==================== design 1
**Design 1: gate families picked out**

Drawn at 6 px/um.
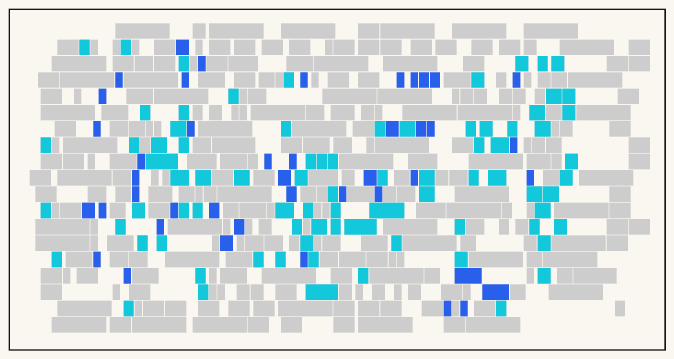

## config.mk

```make
export PLATFORM = sky130hd
export DESIGN_NAME = div_repsub
export DESIGN_NICKNAME = d
export VERILOG_FILES = /design/src/rtl/div_pkg.sv /design/src/rtl/div_controller.sv /design/src/rtl/div_repsub.sv
export SDC_FILE = /design/constraint.sdc
export NUM_CORES = 1
export LEC_CHECK = 0
export ABC_CLOCK_PERIOD_IN_PS = 6600
export CAP_MARGIN = 10
export CORE_ASPECT_RATIO = 0.5
export CORE_MARGIN = 2
export CORE_UTILIZATION = 57
export DETAILED_ROUTE_END_ITERATION = 7
export GPL_ROUTABILITY_DRIVEN = 0
export PLACE_DENSITY = 0.82
export SLEW_MARGIN = 0
export SYNTH_ARGS = -nofsm -noshare
export SYNTH_HDL_FRONTEND = slang
export SYNTH_SLANG_ARGS = --single-unit
export TNS_END_PERCENT = 5
```

## constraint.sdc

```tcl
create_clock -name clk -period 6.6 [get_ports clk]
set_input_delay 0.99 -clock clk [delete_from_list [all_inputs] [get_ports clk]]
set_output_delay 0.99 -clock clk [all_outputs]
set_load 0.02 [all_outputs]
```

## src/rtl/div_pkg.sv

```systemverilog
// Shared definitions for the repeated-subtraction divider: FSM state encoding and default width.
package div_pkg;

  localparam int DIV_W_DEFAULT = 16;

  typedef enum logic [2:0] {
    S_IDLE   = 3'd0,
    S_LOAD_A = 3'd1,
    S_LOAD_B = 3'd2,
    S_CALC   = 3'd3,
    S_DONE   = 3'd4
  } div_state_e;

endpackage

```

## src/rtl/div_controller.sv

```systemverilog
// FSM controller for div_repsub: sequences operand loads, subtract loop and completion.
module div_controller
  import div_pkg::*;
(
  input  logic clk,
  input  logic rst_n,
  input  logic start,
  input  logic eqz,
  input  logic lt,
  output logic lda,
  output logic ldb,
  output logic clrq,
  output logic ldr_sub,
  output logic incq,
  output logic set_dz,
  output logic busy,
  output logic done
);

  div_state_e state_q, state_d;

  always_ff @(posedge clk or negedge rst_n) begin
    if (!rst_n) state_q <= S_IDLE;
    else        state_q <= state_d;
  end

  always_comb begin
    state_d = state_q;
    lda     = 1'b0;
    ldb     = 1'b0;
    clrq    = 1'b0;
    ldr_sub = 1'b0;
    incq    = 1'b0;
    set_dz  = 1'b0;
    busy    = 1'b0;
    done    = 1'b0;
    unique case (state_q)
      S_IDLE: begin
        if (start) state_d = S_LOAD_A;
      end
      S_LOAD_A: begin
        busy    = 1'b1;
        lda     = 1'b1;
        state_d = S_LOAD_B;
      end
      S_LOAD_B: begin
        busy    = 1'b1;
        ldb     = 1'b1;
        clrq    = 1'b1;
        state_d = S_CALC;
      end
      S_CALC: begin
        busy = 1'b1;
        // Zero divisor takes priority: a zero D would otherwise loop forever since R>=0 always.
        if (eqz) begin
          set_dz  = 1'b1;
          state_d = S_DONE;
        end else if (!lt) begin
          ldr_sub = 1'b1;
          incq    = 1'b1;
        end else begin
          state_d = S_DONE;
        end
      end
      S_DONE: begin
        done = 1'b1;
        if (start) state_d = S_LOAD_A;
      end
      default: state_d = S_IDLE;
    endcase
  end

endmodule

```

## src/rtl/div_repsub.sv

```systemverilog
// Unsigned divider by repeated subtraction: R/D/Q datapath around div_controller.
// Optional feature macro: DIV_CYCLE_COUNT_EN adds the calc_cycles output and counter.
module div_repsub
  import div_pkg::*;
#(
  parameter int WIDTH = DIV_W_DEFAULT
) (
  input  logic             clk,
  input  logic             rst_n,
  input  logic             start,
  input  logic [WIDTH-1:0] data_in,
  output logic [WIDTH-1:0] quotient,
  output logic [WIDTH-1:0] remainder,
  output logic             busy,
  output logic             done,
`ifdef DIV_CYCLE_COUNT_EN
  output logic [WIDTH-1:0] calc_cycles,
`endif
  output logic             div_by_zero
);

  logic [WIDTH-1:0] r_q, r_d, d_q, d_d, q_q, q_d;
  logic             dz_q, dz_d;
  logic             lda, ldb, clrq, ldr_sub, incq, set_dz;
  logic             eqz, lt;

  assign eqz = (d_q == '0);
  assign lt  = (r_q < d_q);

  div_controller u_ctrl (
    .clk     (clk),
    .rst_n   (rst_n),
    .start   (start),
    .eqz     (eqz),
    .lt      (lt),
    .lda     (lda),
    .ldb     (ldb),
    .clrq    (clrq),
    .ldr_sub (ldr_sub),
    .incq    (incq),
    .set_dz  (set_dz),
    .busy    (busy),
    .done    (done)
  );

  always_comb begin
    r_d  = r_q;
    d_d  = d_q;
    q_d  = q_q;
    dz_d = dz_q;
    if (lda)          r_d = data_in;
    else if (ldr_sub) r_d = r_q - d_q;
    if (ldb) d_d = data_in;
    if (clrq)        q_d = '0;
    else if (set_dz) q_d = '1;
    else if (incq)   q_d = q_q + 1'b1;
    if (lda)         dz_d = 1'b0;
    else if (set_dz) dz_d = 1'b1;
  end

  always_ff @(posedge clk or negedge rst_n) begin
    if (!rst_n) begin
      r_q  <= '0;
      d_q  <= '0;
      q_q  <= '0;
      dz_q <= 1'b0;
    end else begin
      r_q  <= r_d;
      d_q  <= d_d;
      q_q  <= q_d;
      dz_q <= dz_d;
    end
  end

  assign quotient    = q_q;
  assign remainder   = r_q;
  assign div_by_zero = dz_q;

`ifdef DIV_CYCLE_COUNT_EN
  logic [WIDTH-1:0] cyc_q, cyc_d;
  logic             in_calc;

  // CALC is the only busy state that is not a load state; the exiting edge counts too.
  assign in_calc = busy & ~lda & ~ldb;

  always_comb begin
    cyc_d = cyc_q;
    if (ldb)          cyc_d = '0;
    else if (in_calc) cyc_d = cyc_q + 1'b1;
  end

  always_ff @(posedge clk or negedge rst_n) begin
    if (!rst_n) cyc_q <= '0;
    else        cyc_q <= cyc_d;
  end

  assign calc_cycles = cyc_q;
`endif

endmodule

```

==================== design 2
--- config.mk ---
export PLATFORM = sky130hd
export DESIGN_NAME = iir_coef_loader_flat
export DESIGN_NICKNAME = d
export VERILOG_FILES = /design/src/rtl/iir_coef_loader_pkg.sv /design/src/rtl/iir_coef_loader_if.sv /design/src/rtl/iir_coef_loader_register.sv /design/src/rtl/iir_coef_loader.sv /design/src/flat_wrapper.sv
export SDC_FILE = /design/constraint.sdc
export NUM_CORES = 1
export LEC_CHECK = 0
export CAP_MARGIN = 20
export CORE_MARGIN = 2
export CORE_UTILIZATION = 40
export DETAILED_ROUTE_END_ITERATION = 16
export PLACE_DENSITY = 0.71
export SYNTH_ARGS = -nofsm -noshare
export SYNTH_HDL_FRONTEND = slang
export SYNTH_HIERARCHICAL = 1
export SYNTH_SLANG_ARGS = --single-unit
--- constraint.sdc ---
create_clock -name clk -period 5.3 [get_ports clk]
set_input_delay 1.06 -clock clk [delete_from_list [all_inputs] [get_ports clk]]
set_output_delay 1.06 -clock clk [all_outputs]
set_load 0.03 [all_outputs]
--- src/rtl/iir_coef_loader_pkg.sv ---
// Shared constants and types for the biquad coefficient loader.
package iir_pkg;

  localparam int CW     = 64;
  localparam int WW     = 32;
  localparam int NWORDS = 10;

  localparam logic [63:0] COEF_ONE = 64'h3FF0_0000_0000_0000;

  // Word index of the final (a2 hi) word of a set.
  localparam logic [3:0] LAST_IDX = 4'd9;

  typedef enum logic [1:0] {
    IDLE,
    LOAD,
    PENDING
  } state_t;

  // Coefficient slots; coefficient k occupies shadow words 2k (lo) and 2k+1 (hi).
  localparam int B0 = 0;
  localparam int B1 = 1;
  localparam int B2 = 2;
  localparam int A1 = 3;
  localparam int A2 = 4;

endpackage

--- src/rtl/iir_coef_loader_if.sv ---
// Valid/ready word stream carrying coefficient words into the loader.
interface iir_coef_loader_if #(
  parameter int WW = iir_pkg::WW
);

  logic          wr_valid;
  logic          wr_ready;
  logic [WW-1:0] wr_data;
  logic          wr_last;

  modport master (output wr_valid, output wr_data, output wr_last, input wr_ready);
  modport slave  (input wr_valid, input wr_data, input wr_last, output wr_ready);

endinterface

--- src/rtl/iir_coef_loader_register.sv ---
// Plain enabled register with zero reset, used for the active coefficient bank.
module register #(
  parameter int W = 64
) (
  input  logic         clk,
  input  logic         rst,
  input  logic         en,
  input  logic [W-1:0] d,
  output logic [W-1:0] q
);

  // Load d when enabled; clear on reset.
  always_ff @(posedge clk) begin
    if (rst) begin
      q <= '0;
    end else if (en) begin
      q <= d;
    end
  end

endmodule

--- src/rtl/iir_coef_loader.sv ---
// Coefficient loader: collects ten words into a shadow bank and commits the
// full set to the active bank on the next sample tick, pre-negating a1/a2.
// CW must equal 2*WW.
module iir_coef_loader #(
  parameter int CW = iir_pkg::CW,
  parameter int WW = iir_pkg::WW
) (
  input  logic                clk,
  input  logic                rst,
  iir_coef_loader_if.slave    wr,
  input  logic                sample_tick,
  output logic [CW-1:0]       b0,
  output logic [CW-1:0]       b1,
  output logic [CW-1:0]       b2,
  output logic [CW-1:0]       a1,
  output logic [CW-1:0]       a2,
  output logic                pending,
  output logic                commit,
  output logic                err
);

  import iir_pkg::*;

  state_t        state;
  state_t        state_n;
  logic [3:0]    idx;
  logic [3:0]    idx_n;
  logic          ready_q;
  logic          err_n;
  logic          commit_stb;
  logic          accept;
  logic [WW-1:0] shadow [NWORDS];
  logic [CW-1:0] sh_b0;
  logic [CW-1:0] sh_b1;
  logic [CW-1:0] sh_b2;
  logic [CW-1:0] sh_a1;
  logic [CW-1:0] sh_a2;

  // The filter adds the feedback terms, so denominators are stored negated.
  function automatic logic [CW-1:0] neg_coef(input logic [CW-1:0] c);
    return {~c[CW-1], c[CW-2:0]};
  endfunction

  assign accept      = wr.wr_valid && ready_q;
  assign wr.wr_ready = ready_q;

  assign sh_b0 = {shadow[2*B0+1], shadow[2*B0]};
  assign sh_b1 = {shadow[2*B1+1], shadow[2*B1]};
  assign sh_b2 = {shadow[2*B2+1], shadow[2*B2]};
  assign sh_a1 = {shadow[2*A1+1], shadow[2*A1]};
  assign sh_a2 = {shadow[2*A2+1], shadow[2*A2]};

  // Next-state, word index, framing error and commit strobe.
  always_comb begin
    state_n    = state;
    idx_n      = idx;
    err_n      = 1'b0;
    commit_stb = 1'b0;
    case (state)
      IDLE: begin
        if (accept) begin
          if (wr.wr_last) begin
            err_n = 1'b1;
          end else begin
            state_n = LOAD;
            idx_n   = 4'd1;
          end
        end
      end
      LOAD: begin
        if (accept) begin
          if (idx == LAST_IDX && wr.wr_last) begin
            state_n = PENDING;
            idx_n   = 4'd0;
          end else if (idx == LAST_IDX || wr.wr_last) begin
            err_n   = 1'b1;
            state_n = IDLE;
            idx_n   = 4'd0;
          end else begin
            idx_n = idx + 4'd1;
          end
        end
      end
      PENDING: begin
        if (sample_tick) begin
          commit_stb = 1'b1;
          state_n    = IDLE;
        end
      end
      default: begin
        state_n = IDLE;
        idx_n   = 4'd0;
      end
    endcase
  end

  // Control registers; every status output comes straight from a flop.
  always_ff @(posedge clk) begin
    if (rst) begin
      state   <= IDLE;
      idx     <= 4'd0;
      ready_q <= 1'b0;
      pending <= 1'b0;
      commit  <= 1'b0;
      err     <= 1'b0;
    end else begin
      state   <= state_n;
      idx     <= idx_n;
      ready_q <= (state_n != PENDING);
      pending <= (state_n == PENDING);
      commit  <= commit_stb;
      err     <= err_n;
    end
  end

  // Shadow bank write; stale words are harmless because only full sets commit.
  always_ff @(posedge clk) begin
    if (accept) begin
      shadow[idx] <= wr.wr_data;
    end
  end

  // b0 resets to 1.0 so the filter starts as a pass-through.
  always_ff @(posedge clk) begin
    if (rst) begin
      b0 <= CW'(COEF_ONE);
    end else if (commit_stb) begin
      b0 <= sh_b0;
    end
  end

  register #(.W(CW)) u_b1 (.clk(clk), .rst(rst), .en(commit_stb), .d(sh_b1),           .q(b1));
  register #(.W(CW)) u_b2 (.clk(clk), .rst(rst), .en(commit_stb), .d(sh_b2),           .q(b2));
  register #(.W(CW)) u_a1 (.clk(clk), .rst(rst), .en(commit_stb), .d(neg_coef(sh_a1)), .q(a1));
  register #(.W(CW)) u_a2 (.clk(clk), .rst(rst), .en(commit_stb), .d(neg_coef(sh_a2)), .q(a2));

endmodule

--- src/flat_wrapper.sv ---
// flat-port wrapper written by rule: the top's interface ports become plain ports
module iir_coef_loader_flat import iir_pkg::*;
#(
  parameter int CW = iir_pkg::CW,
  parameter int WW = iir_pkg::WW
)
  (clk, rst, sample_tick, b0, b1, b2, a1, a2, pending, commit, err, wr_wr_valid, wr_wr_data, wr_wr_last, wr_wr_ready);
  iir_coef_loader_if #(.WW(WW)) wr_i ();
  input  logic clk;
  input  logic rst;
  input  logic sample_tick;
  output logic [CW-1:0] b0;
  output logic [CW-1:0] b1;
  output logic [CW-1:0] b2;
  output logic [CW-1:0] a1;
  output logic [CW-1:0] a2;
  output logic pending;
  output logic commit;
  output logic err;
  input wire logic [$bits(wr_i.wr_valid)-1:0] wr_wr_valid;
  input wire logic [$bits(wr_i.wr_data)-1:0] wr_wr_data;
  input wire logic [$bits(wr_i.wr_last)-1:0] wr_wr_last;
  output wire logic [$bits(wr_i.wr_ready)-1:0] wr_wr_ready;
  assign wr_i.wr_valid = wr_wr_valid;
  assign wr_i.wr_data = wr_wr_data;
  assign wr_i.wr_last = wr_wr_last;
  assign wr_wr_ready = wr_i.wr_ready;
  iir_coef_loader #(.CW(CW), .WW(WW)) u_core (.clk(clk), .rst(rst), .wr(wr_i), .sample_tick(sample_tick), .b0(b0), .b1(b1), .b2(b2), .a1(a1), .a2(a2), .pending(pending), .commit(commit), .err(err));
endmodule
**Design 2: gate families picked out**

Drawn at 2 px/um.
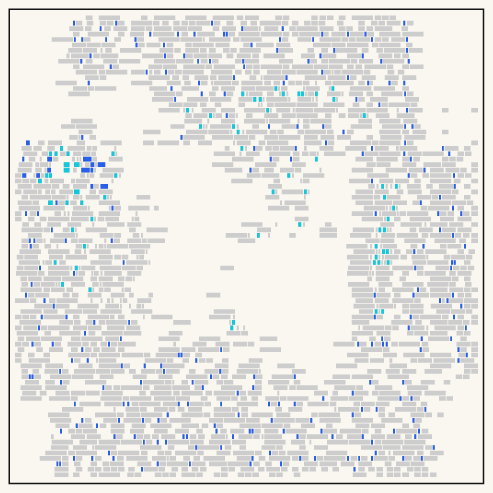
NOR gates: in blue, cells 270, most used nor2_1, where widely spread. inverting AOI/OAI gates: in cyan, cells 66, most used a21oi_1.

==> flow.log, design 2 <==
[flow] final metrics
[metrics] status: finished clean
[metrics] Synth Flop Type: dfxtp_1
[metrics] detailed-routed wire length on met2: 25.8 mm
[metrics] timing endpoint of the critical path: u_core/shadow[2][15]
[metrics] worst skew pair latency: 0.59 ns
[metrics] final net count: 1904
[metrics] Slowest-stage cell, CP: and2_2
[metrics] Worst setup EP type: register
[metrics] area growth from synthesis to layout: 29.3%
[metrics] Final Hold Violating Endpoints: 0
[metrics] floorplan row count: 85
[metrics] yosys simple share: 0.0791
[metrics] summed standard-cell area reported by yosys: 21600 um2
[metrics] placed wire-length estimate after detailed placement: 32.8 mm
[metrics] number of port buffers: 360
[metrics] sequential group share of total power: 0.518
[metrics] pwr dens: 366 nW/um2
[metrics] count of pins over their slew limit: 0
[metrics] FF+latch area: 16200 um2
[metrics] overall track demand over capacity in global routing: 0.190
[metrics] Crit path depth: 4
[metrics] count of H-tree levels built during CTS: 3
[metrics] final critical path time including I/O delays and setup: 3.09 ns
[metrics] fraction of met2 tracks used by global routing: 0.310
[metrics] TritonCTS clock tree: yes
[metrics] depth of the worst hold-timing path: 2
[metrics] power group with the largest share: registers
[metrics] family with the most delay on the worst path: simple AND/OR/NAND/NOR gates
[metrics] power of the sequential group: 5290 uW
[metrics] total DRC errors in the routed layout: 0
[metrics] maximum single-stage delay on the critical path: 0.97 ns
[metrics] transition time at the pin with the least slew margin: 1.15 ns
[metrics] xor and xnor fraction of the mapped netlist area: 0
[metrics] critical path type: input pin to register
[metrics] DRT met1 WL: 23.1 mm
[metrics] Yosys Instances: 1498
[metrics] number of endpoints failing setup at the final stage: 0
[metrics] number of top-level pins: 361
[metrics] buffer cell driving the clock tree root: clkbuf_16
[design 2: stage by stage]
stage                     utilization  std cells  total power, uW  setup WS, ns  cell area [um2]
after floorplan                     -       1498             5450         0.477            21600
after global placement          0.479       2487             5550          1.77            25700
after detailed placement        0.479       2487             5560          1.67            25700
after CTS                       0.521       2612            10300          2.31            27900
after global routing            0.521       2612            10500          2.12            27900
final                           0.521       2612            10200          2.21            27900
[design 2: cell type report]
cell class	count	share of cell area
clock buffer	96	0.0695
inverter	10	0.00161
multi-input combinational	758	0.170
clock inverter	29	0.0114
timing repair buffer	373	0.135
tap	696	0.0312
sequential	650	0.580
[design 2: worst reg2reg max path: cells and delay by family (launching register included)]
family                 cells  cell delay [ns]
and+or+nand+nor            2             0.40
DFF                        1             0.42
buffers and inverters      2             1.30
muxes                      1             0.28
[design 2: registers in the layout, indices dropped and copies added (netlist names)]
signal / count
u_core/b0: 64
u_core/commit: 1
u_core/err: 1
u_core/idx: 4
u_core/pending: 1
u_core/shadow: 320
u_core/state: 2
u_core/u_a1/q: 64
u_core/u_a2/q: 64
u_core/u_b1/q: 64
u_core/u_b2/q: 64
u_core/wr.wr_ready: 1
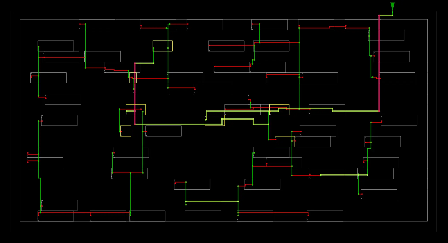
**Above:** design 1 (clock nets).
Clock group: 178 uW
clock sink count: 52
final worst clock skew: 0.00868 ns
number of sequential storage elements: 52
worst skew pair latency: 0.31 ns

Notes on 'gate families picked out' of design 1 above:
NOR gates: in blue, cells 43, most used nor2_1. inverting AOI/OAI gates: in cyan, cells 81, most used o21ai_0.
non-filler cells, final: 466
Comb/total area: 0.441

==> flow.log, design 1 <==
[flow] final metrics
[metrics] status: finished clean
[metrics] required time reported for the critical path endpoint: 6.84 ns
[metrics] net count of the mapped netlist: 379
[metrics] combinational gates: 250
[metrics] number of clock buffers inserted by TritonCTS: 5
[metrics] TritonCTS clock tree: yes
[metrics] total core area: 5400 um2
[metrics] Synth Flop Type: dfrtp_1
[metrics] met1 track demand over resource: 0.371
[metrics] Buffers, non-clock: 57
[metrics] buffer cell driving the clock tree root: clkbuf_8
[metrics] Final Hold Violating Endpoints: 0
[metrics] biggest area consumer among synthesized cells: dfrtp_1
[metrics] Largest type area fraction: 0.414
[metrics] largest cell class by area: multi-input combinational cells
[metrics] transition time at the pin with the least slew margin: 0.862 ns
[metrics] setup repair after global routing missed its margin: false
[metrics] ratio of routed vias to standard cells: 6.18
[metrics] number of design-rule violations left by the first detailed-router iteration: 177
[metrics] setup tns final: 0 ns
[metrics] Worst setup EP type: register
[metrics] gr busiest metal: met2
[metrics] portion of the post-synthesis area used by sequential elements: 0.414
[metrics] fraction of layout cells with a size suffix above 1: 0.0662
[metrics] number of port buffers: 53
[metrics] Clock Buffer Count: 5
[metrics] floorplan row count: 19
[metrics] proportion of register bits with asynchronous set or reset after synthesis: 1.00
[metrics] hold_sp: div_by_zero
[metrics] pwr dens: 531 nW/um2
design 1: power by group:
part	switching, uW	internal, uW
Combinational	776	552
Clock	106	72.1
Sequential	97.5	432
Total	979	1060
design 1: critical path, cell delays in order (launching register included):
cell	delay [ns]
dfrtp_1	0.41
inv_1	0.06
ha_1	0.17
inv_1	0.06
fa_1	0.39
a21oi_1	0.26
o2bb2ai_2	0.13
o21ai_2	0.30
a21oi_1	0.15
nor2_2	0.64
a221o_1	0.29
design 1: kinds of logic after synthesis:
| kind of cell | Yosys count | synth area share |
|---|---|---|
| AND/OR/NAND/NOR | 109 | 0.174 |
| AND-OR/OR-AND | 108 | 0.244 |
| multiplexers | 1 | 0.00358 |
| XOR/XNOR | 14 | 0.0390 |
| flip-flops | 52 | 0.414 |
| buffers and inverters | 40 | 0.0517 |
| adder cells (fa/ha/maj) | 18 | 0.0740 |
design 1: metal layers:
layer,part of all wire,vias up
li1,-,1364
met1,0.43,1382
met2,0.47,109
met3,0.077,25
met4,0.022,0
met5,0,-
design 1: state kept, by name, indices dropped and copies added (netlist names):
register and cells:
quotient 16, d_q 16, div_by_zero 1, remainder 16, u_ctrl.state_q 3

## Gallery

Placement density heat map.
image #1
Drawn at 3 px/um. The die is cut into 11 by 6 equal tiles; dark purple is low, yellow is high, 0 to 100% covered.
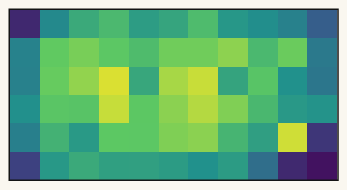
image #2
Drawn at 1 px/um. The die is cut into 24 by 24 equal tiles; dark purple is low, yellow is high, 0 to 100% covered.
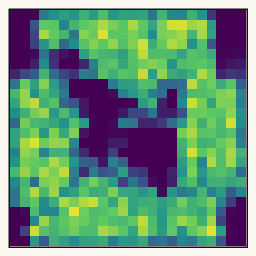
design 2: image #2
design 1: image #1

Key to image #1:
The mean over all tiles is 61%. The densest ninth of the die: center. 27% of the tiles are over 75% full. The emptiest ninth of the die: lower right. The fullest tile reaches 95%.


==================== design 3
**src/rtl/mdu_pkg.sv**
```systemverilog
// Shared encodings and configuration helpers for the multiply/divide unit.
package mdu_pkg;

  typedef enum logic [1:0] {
    MDU_MULT  = 2'b00,
    MDU_MULTU = 2'b01,
    MDU_DIV   = 2'b10,
    MDU_DIVU  = 2'b11
  } mdu_op_e;

  typedef enum logic [1:0] {
    IDLE = 2'b00,
    CALC = 2'b01,
    FIX  = 2'b10
  } mdu_state_e;

  // Legal: even WIDTH >= 8, BITS_PER_CYCLE in {1,2,4,8} dividing WIDTH.
  function automatic bit mdu_cfg_legal(input int unsigned width, input int unsigned bpc);
    return (width >= 8) && (width % 2 == 0) &&
           (bpc == 1 || bpc == 2 || bpc == 4 || bpc == 8) && (width % bpc == 0);
  endfunction

  function automatic logic mdu_is_div(input mdu_op_e op);
    return (op == MDU_DIV) || (op == MDU_DIVU);
  endfunction

  function automatic logic mdu_is_signed(input mdu_op_e op);
    return (op == MDU_MULT) || (op == MDU_DIV);
  endfunction

endpackage

```
**src/rtl/mdu_div_step.sv**
```systemverilog
// One restoring-divide step: shift in a dividend bit, subtract divisor if it fits.
module mdu_div_step
  import mdu_pkg::*;
#(
  parameter int unsigned WIDTH = 32
) (
  input  logic [WIDTH-1:0] rem,
  input  logic             dividend_bit,
  input  logic [WIDTH-1:0] divisor,
  output logic [WIDTH-1:0] rem_next_c,
  output logic             q_bit_c
);

  logic [WIDTH:0] shifted;
  logic [WIDTH:0] diff;

  // rem < divisor keeps the trial difference within WIDTH bits, so bit WIDTH is the borrow.
  assign shifted    = {rem, dividend_bit};
  assign diff       = shifted - {1'b0, divisor};
  assign q_bit_c    = ~diff[WIDTH];
  assign rem_next_c = q_bit_c ? diff[WIDTH-1:0] : shifted[WIDTH-1:0];

endmodule

```
**src/rtl/mult_div_unit.sv**
```systemverilog
// Iterative multiply/divide unit with architectural HI/LO registers.
// Signed ops run on magnitudes; signs are reapplied in FIX.
module mult_div_unit
  import mdu_pkg::*;
#(
  parameter int unsigned WIDTH          = 32,
  parameter int unsigned BITS_PER_CYCLE = 1
) (
  input  logic             clock,
  input  logic             reset,
  input  logic             start,
  input  logic [1:0]       op,
  input  logic [WIDTH-1:0] a,
  input  logic [WIDTH-1:0] b,
  input  logic             flush,
  input  logic             hi_we,
  input  logic             lo_we,
  input  logic [WIDTH-1:0] wdata,
  output logic             busy,
  output logic             done,
  output logic             div_by_zero,
  output logic [WIDTH-1:0] hi,
  output logic [WIDTH-1:0] lo
);

  localparam int unsigned N     = WIDTH / BITS_PER_CYCLE;
  localparam int unsigned CNT_W = (N > 1) ? $clog2(N) : 1;
  localparam logic [CNT_W-1:0] CNT_LAST = CNT_W'(N - 1);

  if (!mdu_cfg_legal(WIDTH, BITS_PER_CYCLE)) begin : g_bad_cfg
    $error("mult_div_unit: illegal WIDTH/BITS_PER_CYCLE combination");
  end

  mdu_state_e       state;
  mdu_op_e          op_q;
  logic [CNT_W-1:0] cnt;
  logic [WIDTH-1:0] opnd;   // multiplicand or divisor magnitude
  logic [WIDTH-1:0] acc;    // product high half or partial remainder
  logic [WIDTH-1:0] sh;     // multiplier / dividend, shifted out as the result fills in
  logic             neg_lo;
  logic             neg_hi;
  logic             dz;

  // Operand capture
  mdu_op_e          op_c;
  logic             a_neg_c;
  logic             b_neg_c;
  logic [WIDTH-1:0] a_mag_c;
  logic [WIDTH-1:0] b_mag_c;

  assign op_c    = mdu_op_e'(op);
  assign a_neg_c = mdu_is_signed(op_c) & a[WIDTH-1];
  assign b_neg_c = mdu_is_signed(op_c) & b[WIDTH-1];
  assign a_mag_c = a_neg_c ? -a : a;
  assign b_mag_c = b_neg_c ? -b : b;

  // Shift-add multiply: BITS_PER_CYCLE iterations of {acc, sh} >>= 1 with conditional add
  logic [WIDTH-1:0] mul_acc_c;
  logic [WIDTH-1:0] mul_sh_c;
  logic [WIDTH:0]   mul_sum_c;

  always_comb begin
    mul_acc_c = acc;
    mul_sh_c  = sh;
    mul_sum_c = '0;
    for (int unsigned i = 0; i < BITS_PER_CYCLE; i++) begin
      mul_sum_c = {1'b0, mul_acc_c} + (mul_sh_c[0] ? {1'b0, opnd} : '0);
      mul_acc_c = mul_sum_c[WIDTH:1];
      mul_sh_c  = {mul_sum_c[0], mul_sh_c[WIDTH-1:1]};
    end
  end

  // Restoring divide chain; the first step produces the most significant new quotient bit
  logic [BITS_PER_CYCLE:0][WIDTH-1:0] rem_chain;
  logic [BITS_PER_CYCLE-1:0]          q_new;
  logic [WIDTH-1:0]                   div_sh_c;

  assign rem_chain[0] = acc;

  for (genvar i = 0; i < BITS_PER_CYCLE; i++) begin : g_div
    mdu_div_step #(.WIDTH(WIDTH)) u_step (
      .rem          (rem_chain[i]),
      .dividend_bit (sh[WIDTH-1-i]),
      .divisor      (opnd),
      .rem_next_c   (rem_chain[i+1]),
      .q_bit_c      (q_new[BITS_PER_CYCLE-1-i])
    );
  end

  assign div_sh_c = (sh << BITS_PER_CYCLE) | WIDTH'(q_new);

  // Sign correction applied in FIX
  logic [2*WIDTH-1:0] prod_c;
  logic [WIDTH-1:0]   quo_c;
  logic [WIDTH-1:0]   rem_c;

  assign prod_c = neg_lo ? -{acc, sh} : {acc, sh};
  assign quo_c  = dz ? '1 : (neg_lo ? -sh : sh);
  assign rem_c  = neg_hi ? -acc : acc;

  always_ff @(posedge clock) begin
    if (!reset) begin
      state       <= IDLE;
      op_q        <= MDU_MULT;
      cnt         <= '0;
      opnd        <= '0;
      acc         <= '0;
      sh          <= '0;
      neg_lo      <= 1'b0;
      neg_hi      <= 1'b0;
      dz          <= 1'b0;
      busy        <= 1'b0;
      done        <= 1'b0;
      div_by_zero <= 1'b0;
      hi          <= '0;
      lo          <= '0;
    end else begin
      done        <= 1'b0;
      div_by_zero <= 1'b0;
      case (state)
        IDLE: begin
          if (hi_we) hi <= wdata;
          if (lo_we) lo <= wdata;
          if (start && !flush) begin
            state  <= CALC;
            busy   <= 1'b1;
            op_q   <= op_c;
            cnt    <= '0;
            acc    <= '0;
            neg_lo <= a_neg_c ^ b_neg_c;
            if (mdu_is_div(op_c)) begin
              sh     <= a_mag_c;
              opnd   <= b_mag_c;
              neg_hi <= a_neg_c;
              dz     <= (b == '0);
            end else begin
              sh     <= b_mag_c;
              opnd   <= a_mag_c;
              neg_hi <= 1'b0;
              dz     <= 1'b0;
            end
          end
        end
        CALC: begin
          if (flush) begin
            state <= IDLE;
            busy  <= 1'b0;
          end else begin
            if (mdu_is_div(op_q)) begin
              acc <= rem_chain[BITS_PER_CYCLE];
              sh  <= div_sh_c;
            end else begin
              acc <= mul_acc_c;
              sh  <= mul_sh_c;
            end
            cnt <= cnt + 1'b1;
            if (cnt == CNT_LAST) state <= FIX;
          end
        end
        FIX: begin
          state <= IDLE;
          busy  <= 1'b0;
          if (!flush) begin
            if (mdu_is_div(op_q)) begin
              hi          <= rem_c;
              lo          <= quo_c;
              div_by_zero <= dz;
            end else begin
              {hi, lo} <= prod_c;
            end
            done <= 1'b1;
          end
        end
        default: begin
          state <= IDLE;
          busy  <= 1'b0;
        end
      endcase
    end
  end

endmodule

```
**config.mk**
```make
export PLATFORM = sky130hd
export DESIGN_NAME = mult_div_unit
export DESIGN_NICKNAME = d
export VERILOG_FILES = /design/src/rtl/mdu_pkg.sv /design/src/rtl/mdu_div_step.sv /design/src/rtl/mult_div_unit.sv
export SDC_FILE = /design/constraint.sdc
export NUM_CORES = 1
export LEC_CHECK = 0
export ABC_CLOCK_PERIOD_IN_PS = 4400
export CORE_AREA = 10 10 217 219
export DETAILED_ROUTE_END_ITERATION = 12
export DIE_AREA = 0 0 227 229
export MAX_ROUTING_LAYER = met4
export SETUP_SLACK_MARGIN = 0.1
export SLEW_MARGIN = 10
export SYNTH_ARGS = -nofsm -noshare
export SYNTH_HDL_FRONTEND = slang
export SYNTH_SLANG_ARGS = --single-unit
```
**constraint.sdc**
```tcl
create_clock -name clock -period 4.4 [get_ports clock]
set_input_delay 0.88 -clock clock [delete_from_list [all_inputs] [get_ports clock]]
set_output_delay 0.88 -clock clock [all_outputs]
set_load 0.05 [all_outputs]
```
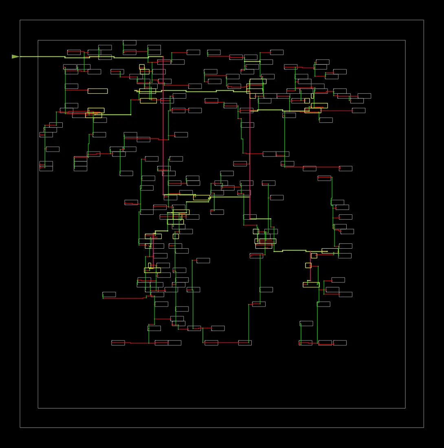
**Above:** design 3 (clock nets).
worst skew pair latency: 0.45 ns
clock sink count: 174
Clock group: 1520 uW
Clock Buffer Count: 21
final worst clock skew: 0.0148 ns

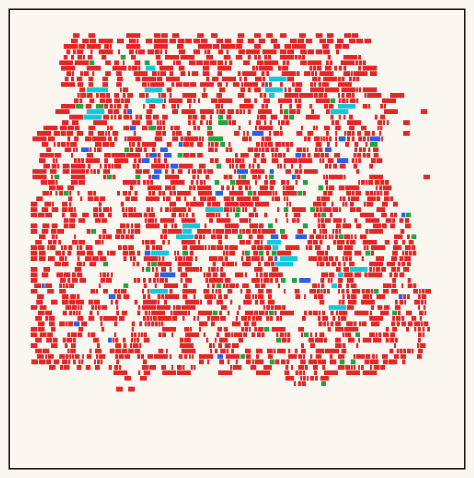
**Above:** design 3 (cell sizes after repair).
Drawn at 2 px/um.
drive 2: in blue, cells 35, share 1.7%. drive 3 to 4: in green, cells 68, share 3.2%. drive 6 and up: in cyan, cells 25, share 1.2%. drive 1 or less: in red, cells 1980, share 94%.
area growth from synthesis to layout: 19.4%
post-route design area: 17600 um2
minimum setup slack in the final design: 0.466 ns

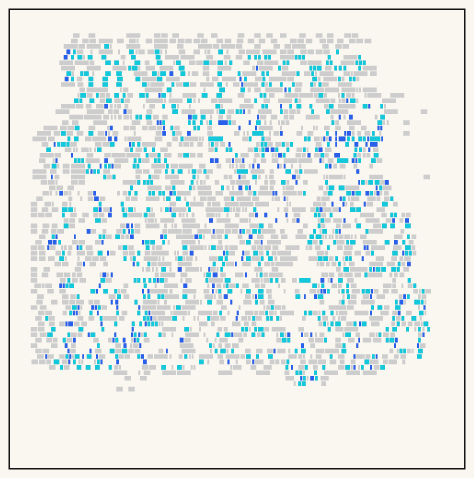
**Above:** design 3 (gate families picked out).
Drawn at 2 px/um.
inverting AOI/OAI gates: in cyan, cells 583, most used a21oi_1. NOR gates: in blue, cells 247, most used nor2_1.
non-filler cells, final: 2654
most instantiated logic cell after routing: nand2_1

==> flow.log <==
[flow] final metrics
[metrics] pin count of the biggest net entering global routing: 81
[metrics] number of port buffers: 170
[metrics] required time reported for the critical path endpoint: 4.70 ns
[metrics] floorplan row count: 76
[metrics] critical path type: register to register
[metrics] final critical path time including I/O delays and setup: 3.93 ns
[metrics] fraction of layout cells with a size suffix above 1: 0.0607
[metrics] multiplexer share of the synthesized area: 0.0585
[metrics] total gr overflow: 0
[metrics] length in cells of the worst reg-to-reg path: 12
[metrics] buffer cell driving the clock tree root: clkbuf_16
[metrics] drt wl/cell: 21.5 um
[metrics] quantity of hold-fixing buffers added after cts: 0
[metrics] status: finished clean
[metrics] #FFs+latches synth: 174
[metrics] Top cells excl fill/tap: 212 x nand2_1, 190 x a21oi_1, 173 x dfxtp_1
[metrics] Final Routed Wirelength: 57.2 mm
[metrics] top cells by area: dfxtp_1 24%, a21oi_1 6.4%, ha_1 5.9%
[metrics] number of fillers in the final layout: 4386
[metrics] via count: 15400
[metrics] Multi-input gate area: 10500 um2
[metrics] proportion of register bits with asynchronous set or reset after synthesis: 0
[metrics] overall track demand over capacity in global routing: 0.220
[metrics] remaining antenna violation count: 0
[metrics] worst-case vdd ir drop: 289 uV
[metrics] transition time at the pin with the least slew margin: 1.19 ns
[metrics] count of warnings emitted by yosys: 0
[metrics] Die X: 227 um
[metrics] pwr dens: 267 nW/um2
[metrics] number of antenna violations at the first check in global routing: 0
[metrics] number of design-rule violations left by the first detailed-router iteration: 1317
[metrics] Pint: 3030 uW
## worst max-delay path, cell delays in order (launching register included)
cell and delay [ns]:
dfxtp_1 0.31, inv_1 0.06, ha_1 0.37, and2_1 0.23, a221oi_1 0.46, nand2b_1 0.19
a21boi_0 0.14, o41ai_2 0.69, o21bai_1 0.27, xor2_2 0.36, buf_4 0.33, mux2i_1 0.22
o221ai_1 0.12
## registers in the layout (all words and copies together), names as in the netlist, 2 cells and up
signal,cells
hi,32
opnd,32
acc,32
lo,32
cnt,5
sh,32
state,2
## final timing paths
kind,start,end
min,lo[30],lo[30]
max reg2reg,opnd[11],acc[18]
max,opnd[11],acc[18]
min reg2reg,lo[30],lo[30]
## metrics by stage
step           hold slack (ns)  setup WS [ns]   util
6_report                 0.456          0.466  0.412
5_1_grt                  0.481          0.269  0.412
4_1_cts                  0.460          0.530  0.412
3_5_place_dp             0.447          0.401  0.399
3_3_place_gp             0.440          0.453  0.399
2_1_floorplan            0.434          0.929      -
## metal layers
metal	part of all wire	GRT usage	vias to the layer above
li1	-	-	7401
met5	0	-	-
met1	0.45	0.292	7337
met3	0.062	0.0303	86
met4	0.031	0.0731	0
met2	0.46	0.338	556


==> notes/layouts.md <==
Pictures saved along the way, in no particular order.

I/O nets highlighted.
panel A
Drawn at 1.5 px/um.
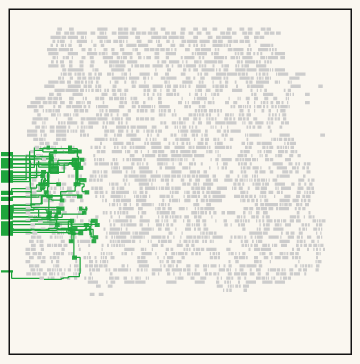
panel B
Drawn at 4 px/um.
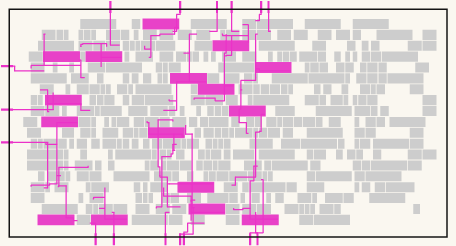
panel C
Drawn at 1.5 px/um.
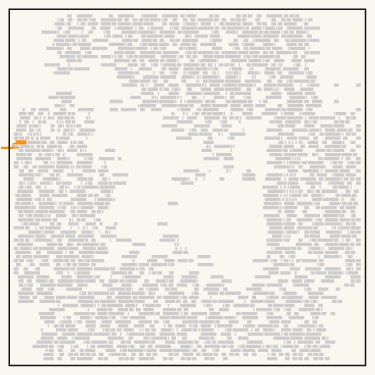
| from | picture |
|---|---|
| design 1 | panel B |
| design 3 | panel A |
| design 2 | panel C |
- smallest die: panel B
- fewest cells: panel B

Power and IR drop assume default switching activity.
